######## iopw_buffer ########
### Wiring by layer, iopw_buffer

(3 px per um) Two of the layers only.
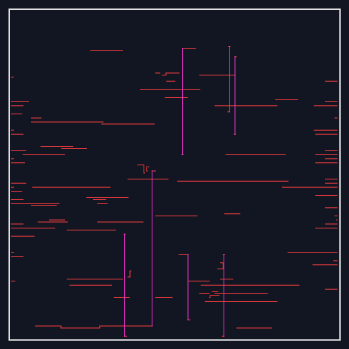

### src/rtl/iopw_pkg.sv
// Shared types and defaults for the posted I/O write buffer.
// One FIFO entry holds address, data and active-high byte strobes.
package iopw_pkg;

  localparam int IOPW_DEPTH = 4;
  localparam int IOPW_AW    = 23;
  localparam int IOPW_DW    = 16;

  typedef struct packed {
    logic [IOPW_AW-1:0] addr;
    logic [IOPW_DW-1:0] data;
    logic [1:0]         bs;
  } pw_entry_t;

  function automatic int ptr_w(input int depth);
    return (depth <= 2) ? 1 : $clog2(depth);
  endfunction

endpackage

### src/rtl/pw_fifo.sv
// Synchronous FIFO of posted-write entries.
// Pointers wrap naturally because DEPTH is a power of two.
module pw_fifo
  import iopw_pkg::*;
#(
  parameter int DEPTH = IOPW_DEPTH
) (
  input  logic                   clk,
  input  logic                   rst,
  input  logic                   push,
  input  logic                   pop,
  input  pw_entry_t              wdata,
  output pw_entry_t              rdata,
  output logic [ptr_w(DEPTH):0]  count,
  output logic                   full,
  output logic                   empty
);

  localparam int PW = ptr_w(DEPTH);
  localparam logic [PW:0] FULL_N = (PW+1)'(DEPTH);

  pw_entry_t       mem [DEPTH];
  logic [PW-1:0]   wr_ptr;
  logic [PW-1:0]   rd_ptr;
  logic            do_push;
  logic            do_pop;

  assign full  = (count == FULL_N);
  assign empty = (count == '0);

  // A push into a full FIFO is legal only when a pop frees the slot.
  assign do_pop  = pop & ~empty;
  assign do_push = push & (~full | do_pop);

  always_ff @(posedge clk) begin
    if (rst) begin
      wr_ptr <= '0;
      rd_ptr <= '0;
      count  <= '0;
    end else begin
      if (do_push) wr_ptr <= wr_ptr + PW'(1);
      if (do_pop)  rd_ptr <= rd_ptr + PW'(1);
      unique case ({do_push, do_pop})
        2'b10:   count <= count + (PW+1)'(1);
        2'b01:   count <= count - (PW+1)'(1);
        default: count <= count;
      endcase
    end
  end

  always_ff @(posedge clk) begin
    if (do_push) mem[wr_ptr] <= wdata;
  end

  assign rdata = mem[rd_ptr];

endmodule

### src/rtl/iopw_buffer.sv
// Posted-write buffer: captures postable CPU writes, acks at once,
// and drains them to the I/O bus engine over IOREQ/IOACK.
module iopw_buffer
  import iopw_pkg::*;
#(
  parameter int DEPTH = IOPW_DEPTH,
  parameter int AW    = IOPW_AW,
  parameter int DW    = IOPW_DW
) (
  input  logic          CLK,
  input  logic          RES,
  input  logic          BACT,
  input  logic          IOPWCS,
  input  logic [AW-1:0] A,
  input  logic [DW-1:0] D,
  input  logic          nUDS,
  input  logic          nLDS,
  output logic          PWReady,
  output logic          PWEmpty,
  output logic          PWFull,
  output logic          IOREQ,
  input  logic          IOACK,
  output logic [AW-1:0] IOA,
  output logic [DW-1:0] IOD,
  output logic [1:0]    IOBS
);

  localparam int PW = ptr_w(DEPTH);

  logic             done;
  logic             push;
  logic             pop;
  pw_entry_t        wr_entry;
  pw_entry_t        head;
  logic [PW:0]      count;
  logic             full;
  logic             empty;

  assign pop  = IOREQ & IOACK;
  assign push = BACT & IOPWCS & ~done & (~full | pop);

  assign wr_entry.addr = A;
  assign wr_entry.data = D;
  assign wr_entry.bs   = {~nUDS, ~nLDS};

  // One capture per bus cycle; the flag doubles as the CPU ready.
  always_ff @(posedge CLK) begin
    if (RES)        done <= 1'b0;
    else if (!BACT) done <= 1'b0;
    else if (push)  done <= 1'b1;
  end

  pw_fifo #(.DEPTH(DEPTH)) u_fifo (
    .clk   (CLK),
    .rst   (RES),
    .push  (push),
    .pop   (pop),
    .wdata (wr_entry),
    .rdata (head),
    .count (count),
    .full  (full),
    .empty (empty)
  );

  assign PWReady = done;
  assign PWEmpty = empty;
  assign PWFull  = full;
  assign IOREQ   = (count != '0);

  // Head is blanked when idle so stale storage never shows on the bus.
  assign IOA  = IOREQ ? head.addr : '0;
  assign IOD  = IOREQ ? head.data : '0;
  assign IOBS = IOREQ ? head.bs   : 2'b00;

endmodule

### config.mk
export PLATFORM = sky130hd
export DESIGN_NAME = iopw_buffer
export DESIGN_NICKNAME = d
export VERILOG_FILES = /design/src/rtl/iopw_pkg.sv /design/src/rtl/pw_fifo.sv /design/src/rtl/iopw_buffer.sv
export SDC_FILE = /design/constraint.sdc
export NUM_CORES = 1
export LEC_CHECK = 0
export CORE_UTILIZATION = 59
export CTS_CLUSTER_SIZE = 14
export DETAILED_ROUTE_END_ITERATION = 7
export PLACE_DENSITY = 0.91
export SLEW_MARGIN = 30
export SYNTH_ARGS = -nofsm -noshare
export SYNTH_HDL_FRONTEND = slang
export SYNTH_HIERARCHICAL = 1
export SYNTH_SLANG_ARGS = --single-unit
### constraint.sdc
create_clock -name CLK -period 6.14 [get_ports CLK]
set_clock_uncertainty 0.05 [all_clocks]
set_input_delay 1.228 -clock CLK [delete_from_list [all_inputs] [get_ports CLK]]
set_output_delay 1.228 -clock CLK [all_outputs]
set_load 0.005 [all_outputs]
######## bcd_adder8_ctrl ########
### config.mk
export PLATFORM = sky130hd
export DESIGN_NAME = bcd_adder8_ctrl
export DESIGN_NICKNAME = d
export VERILOG_FILES = /design/src/rtl/bcd_adder8_pkg.sv /design/src/rtl/bcd_digit_add.sv /design/src/rtl/bcd_adder8_ctrl.sv
export SDC_FILE = /design/constraint.sdc
export NUM_CORES = 1
export LEC_CHECK = 0
export ABC_AREA = 1
export CORE_ASPECT_RATIO = 1.1
export CORE_MARGIN = 2
export CORE_UTILIZATION = 55
export CTS_CLUSTER_DIAMETER = 120
export DETAILED_ROUTE_END_ITERATION = 8
export PLACE_DENSITY_LB_ADDON = 0.3
export SYNTH_ARGS = -nofsm -noshare
export SYNTH_HDL_FRONTEND = slang
export SYNTH_SLANG_ARGS = --single-unit
### constraint.sdc
create_clock -name clk -period 7.25 [get_ports clk]
set_input_delay 1.45 -clock clk [delete_from_list [all_inputs] [get_ports clk]]
set_output_delay 1.45 -clock clk [all_outputs]
set_load 0.02 [all_outputs]
### src/rtl/bcd_adder8_pkg.sv
// Shared constants for the 2-digit BCD adder: display select codes, FSM states, digit limit.
// Latency: none (declarations only).
// Backpressure: none.
package bcd_adder8_pkg;

  // Display mux select codes, also used by the output mux
  localparam logic [2:0] SHOWA     = 3'd0;
  localparam logic [2:0] SHOWB     = 3'd1;
  localparam logic [2:0] SHOWCIN   = 3'd2;
  localparam logic [2:0] SHOWRSLT  = 3'd3;
  localparam logic [2:0] SHOWZEROS = 3'd4;
  localparam logic [2:0] SHOWBLNKS = 3'd5;
  localparam logic [2:0] SHOWERR   = 3'd6;

  localparam logic [3:0] BCD_MAX_DIGIT = 4'd9;

  typedef enum logic [2:0] {
    S_BLANK,
    S_GETA,
    S_GETB,
    S_GETCIN,
    S_ADD,
    S_SHOW,
    S_ERR
  } state_t;

  // Moore display code for each state
  function automatic logic [2:0] sel_for(input state_t s);
    logic [2:0] r;
    case (s)
      S_BLANK:  r = SHOWBLNKS;
      S_GETA:   r = SHOWA;
      S_GETB:   r = SHOWB;
      S_GETCIN: r = SHOWCIN;
      S_ADD:    r = SHOWZEROS;
      S_SHOW:   r = SHOWRSLT;
      S_ERR:    r = SHOWERR;
      default:  r = SHOWBLNKS;
    endcase
    return r;
  endfunction

  // True when both nibbles of a switch byte are legal BCD digits
  function automatic logic bcd_byte_ok(input logic [7:0] v);
    return (v[7:4] <= BCD_MAX_DIGIT) && (v[3:0] <= BCD_MAX_DIGIT);
  endfunction

endpackage

### src/rtl/bcd_digit_add.sv
// One BCD digit adder: a + b + cin with decimal correction, producing a digit and carry.
// Latency: purely combinational.
// Backpressure: none.
module bcd_digit_add
  import bcd_adder8_pkg::*;
(
  input  logic [3:0] a,
  input  logic [3:0] b,
  input  logic       cin,
  output logic [3:0] sum,
  output logic       cout
);

  logic [4:0] s;

  // Binary sum is at most 19, so 5 bits hold it; above 9 add 6 to wrap into the next decade
  assign s    = {1'b0, a} + {1'b0, b} + {4'b0000, cin};
  assign cout = (s > {1'b0, BCD_MAX_DIGIT});
  assign sum  = cout ? (s[3:0] + 4'd6) : s[3:0];

endmodule

### src/rtl/bcd_adder8_ctrl.sv
// Sequences A/B/Cin entry from switches on Enter, validates BCD digits, adds, holds 12-bit result.
// Latency: RSLT and done appear one S_ADD cycle after the edge that latches Cin.
// Backpressure: none; Enter rising edges advance one state, SW[9] aborts back to A entry.
module bcd_adder8_ctrl #(
  parameter int BLANK_CYCLES = 50_000_000,
  parameter int CNT_W        = 26
) (
  input  logic        clk,
  input  logic        reset,
  input  logic [9:0]  SW,
  input  logic        enter,
  output logic [2:0]  out_mux_sel,
  output logic [11:0] RSLT,
  output logic        done
);

  import bcd_adder8_pkg::*;

  localparam logic [CNT_W-1:0] CNT_LAST = CNT_W'(BLANK_CYCLES - 1);

  state_t           state;
  state_t           next_state;
  logic             enter_q;
  logic             enter_rise;
  logic             abort;
  logic             digits_ok;
  logic [CNT_W-1:0] cnt;
  logic [7:0]       a_reg;
  logic [7:0]       b_reg;
  logic             cin_reg;
  logic [3:0]       ones;
  logic [3:0]       tens;
  logic             c0;
  logic             c1;
  logic             sw_unused;

  // SW[8] has no function on this board
  assign sw_unused  = SW[8];

  assign enter_rise = enter & ~enter_q;
  assign abort      = SW[9] & (state != S_BLANK);
  assign digits_ok  = bcd_byte_ok(SW[7:0]);

  // Ones digit first; its carry feeds the tens digit in the same cycle
  bcd_digit_add u_ones (
    .a    (a_reg[3:0]),
    .b    (b_reg[3:0]),
    .cin  (cin_reg),
    .sum  (ones),
    .cout (c0)
  );

  bcd_digit_add u_tens (
    .a    (a_reg[7:4]),
    .b    (b_reg[7:4]),
    .cin  (c0),
    .sum  (tens),
    .cout (c1)
  );

  // Next-state decode; abort outranks Enter in every state but the blank interval
  always_comb begin
    next_state = state;
    if (abort) begin
      next_state = S_GETA;
    end else begin
      case (state)
        S_BLANK:  if (cnt == CNT_LAST) next_state = S_GETA;
        S_GETA:   if (enter_rise) next_state = digits_ok ? S_GETB : S_ERR;
        S_GETB:   if (enter_rise) next_state = digits_ok ? S_GETCIN : S_ERR;
        S_GETCIN: if (enter_rise) next_state = S_ADD;
        S_ADD:    next_state = S_SHOW;
        S_SHOW:   if (enter_rise) next_state = S_GETA;
        S_ERR:    if (enter_rise) next_state = S_GETA;
        default:  next_state = S_BLANK;
      endcase
    end
  end

  // State register; the display code is decoded from next_state so it moves with the state
  always_ff @(posedge clk) begin
    if (reset) begin
      state       <= S_BLANK;
      out_mux_sel <= SHOWBLNKS;
      enter_q     <= 1'b0;
    end else begin
      state       <= next_state;
      out_mux_sel <= sel_for(next_state);
      enter_q     <= enter;
    end
  end

  // Blank-interval counter, held at zero outside the blank state
  always_ff @(posedge clk) begin
    if (reset) begin
      cnt <= '0;
    end else if (state == S_BLANK && cnt != CNT_LAST) begin
      cnt <= cnt + 1'b1;
    end else begin
      cnt <= '0;
    end
  end

  // Operand capture on accepted Enter edges; an error discards partial operands
  always_ff @(posedge clk) begin
    if (reset) begin
      a_reg   <= 8'h00;
      b_reg   <= 8'h00;
      cin_reg <= 1'b0;
    end else if (state == S_ERR) begin
      a_reg   <= 8'h00;
      b_reg   <= 8'h00;
    end else if (!abort && enter_rise) begin
      if (state == S_GETA && digits_ok) a_reg <= SW[7:0];
      if (state == S_GETB && digits_ok) b_reg <= SW[7:0];
      if (state == S_GETCIN)            cin_reg <= SW[0];
    end
  end

  // Result register and done pulse, updated only when the add cycle completes
  always_ff @(posedge clk) begin
    if (reset) begin
      RSLT <= 12'h000;
      done <= 1'b0;
    end else begin
      done <= 1'b0;
      if (state == S_ADD && !abort) begin
        RSLT <= {3'b000, c1, tens, ones};
        done <= 1'b1;
      end
    end
  end

endmodule

### Wiring by layer, bcd_adder8_ctrl

(4 px per um) Two of the layers only.
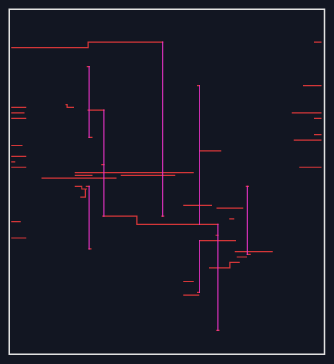
Red marks M3, wire length 261 um. Magenta marks M4, wire length 195 um.
total via count in the routed design: 3019
wire length after detailed routing: 6950 um
total global routing track utilization: 0.2261
per-cell routed wire length: 12.15 um

### Cells coloured by class, bcd_adder8_ctrl

(3 px per um) Fill, decap, tap and diode cells in grey.
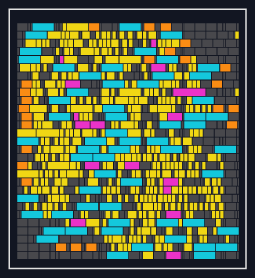
Cyan marks sequential cells, cells 60, share of their area 32%. Yellow marks remaining logic cells, cells 395, share of their area 56%. Magenta marks clock drivers and dummy loads, cells 16, share of their area 5.4%. Orange marks remaining buffers and delay cells, cells 24, share of their area 6.4%.
total core area: 5842 sq um
flip-flop and latch share of the layout cell area: 0.3134

==> results.txt, bcd_adder8_ctrl <==
Implementation numbers.

- The run finished with clean final reports.
- The final number of hold-violating endpoints is 0.
- For this run, the number of Yosys warnings is 0.
- The top cell types in the final layout, fill and taps aside, are 106 x sky130_fd_sc_hd__nand2_1, 63 x sky130_fd_sc_hd__inv_1, 60 x sky130_fd_sc_hd__dfxtp_1.
- The share of total power in the clock network is 0.412.
- In the synthesized netlist, the number of instances is 463.
- The y dimension of the die is roughly 86 um.
- CTS built an H-tree with a depth of 3.
- The detail-routed via count per cell is between 5 and 6.
- The chip occupies between 6000 and 7000 sq um.
- Entering global routing, the biggest net connects 27 pins.
- Looking at the critical path, the highest net fanout was 5.
- The power of the combinational group is between 0.00008 and 0.00009 W.
- The number of cells on the worst hold path is listed as 2.
- The largest area contributor in the netlist is sky130_fd_sc_hd__dfxtp_1.
- The met2 track demand over resource is 0.3691.
- The fraction of synthesis flops using an asynchronous set or reset pin is 0.
- The leakage component of the power is roughly 1.5 nW.
- The met1 capacity usage during global routing is 0.2816.
- The number of cells after detailed placement is 556.
- The power density over the cells is between 150 and 200 nW/um^2.
- Per STA, the library cell used most along the worst path is sky130_fd_sc_hd__nand2_1.
- The highest attainable clock frequency is roughly 0.24 GHz.
- The met3 track utilization from global routing is 0.04211.
- For the pin with the worst max-slew slack, the measured transition is around 0.78 ns.
- The net switching power in the latest report is 0.0001929 W.
### Clock distribution, iopw_buffer

(4 px per um)
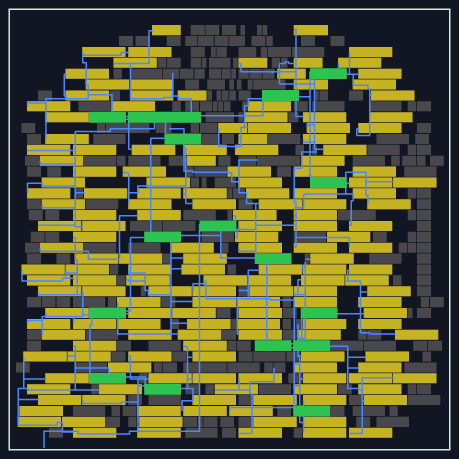
Blue marks clock wires, length 1710 um. Yellow marks flip-flops, count 174. Green marks clock-net drivers, count 17.
Position of the flops: spread over the die. There are 18 routed clock nets.
Clock power frac: 0.409
Clk. pwr: 0.00107 W

Notes on 'Wiring by layer' of iopw_buffer above:
Red marks M3, wire length 791 um. Magenta marks M4, wire length 218 um.
total via count in the routed design: 3413
wire length after detailed routing: 13150 um

==> results.txt, iopw_buffer <==
Implementation numbers.

- The flow ran to the end, and the final reports show no timing, DRC or antenna violations.
- The first-pass GRT wire length is ~20000 um.
- The aoi/oai-family share of the synthesized area is 0.01077.
- The simple-gate portion of the synthesized area is 0.05807.
- The number of antenna violations at the first check in global routing is 0.
- Walking the worst path, the cells encountered are mux4_1 > nor2b_1 > clkdlybuf4s50_1.
- At the worst endpoint, the arrival time is approximately 2.6 ns.
- Counting pins that exceed their max-slew limit in the final report gives 0.
- The internal power is roughly 0.0021 W.
- Leaving out the clock tree, the finished layout contains a buffer count of 91.
- Once detailed placement completed, the half-perimeter wirelength came to around 7500 um.
- Looking at the critical path, the single cell with the biggest stage delay is sky130_fd_sc_hd__dfxtp_4.
- The depth of the worst register-to-register path is 10.
- Per the synth log, the flip-flop and latch total comes to approximately 170.
- The worst setup path is captured at an output port.
- The largest contributor to cell area by class is sequential cells.
- Summing all placed instances gives a cell area of just under 8000 sq um.

==> gallery <==
Floorplan with the power grid.
image #1
(4 px per um) Pins as bars on the die edge.
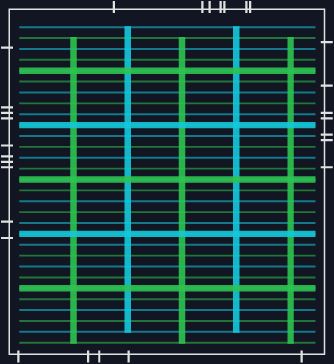
image #2
(3 px per um) Pins as bars on the die edge.
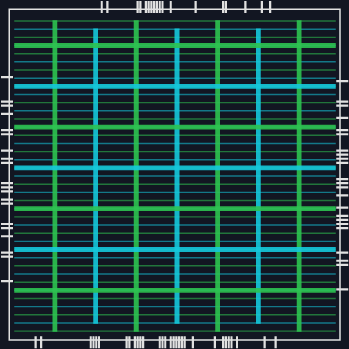
For iopw_buffer, see image #2.
For bcd_adder8_ctrl, see image #1.
The one with the most pins is image #2.

Key to image #2:
Cyan marks VDD. Green marks VSS.
39 met1 rails follow the rows. 7 straps on met4. 7 straps on met5. 91 signal pins sit on the boundary. The core has 38 rows.



==> screenshots <==
Placed standard cells.
(a)
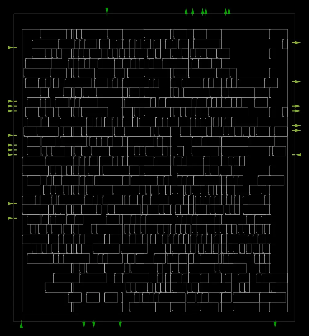
(b)
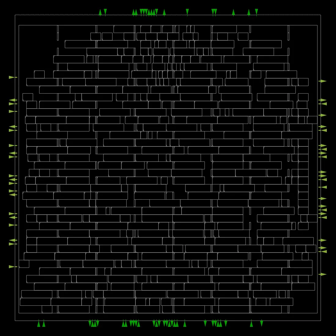
| from | picture |
|---|---|
| iopw_buffer | (b) |
| bcd_adder8_ctrl | (a) |
Of these, highest utilization: (b)
Of these, most sequential cells: (b)

No activity file was given, so power comes from the tool's default toggle rates.
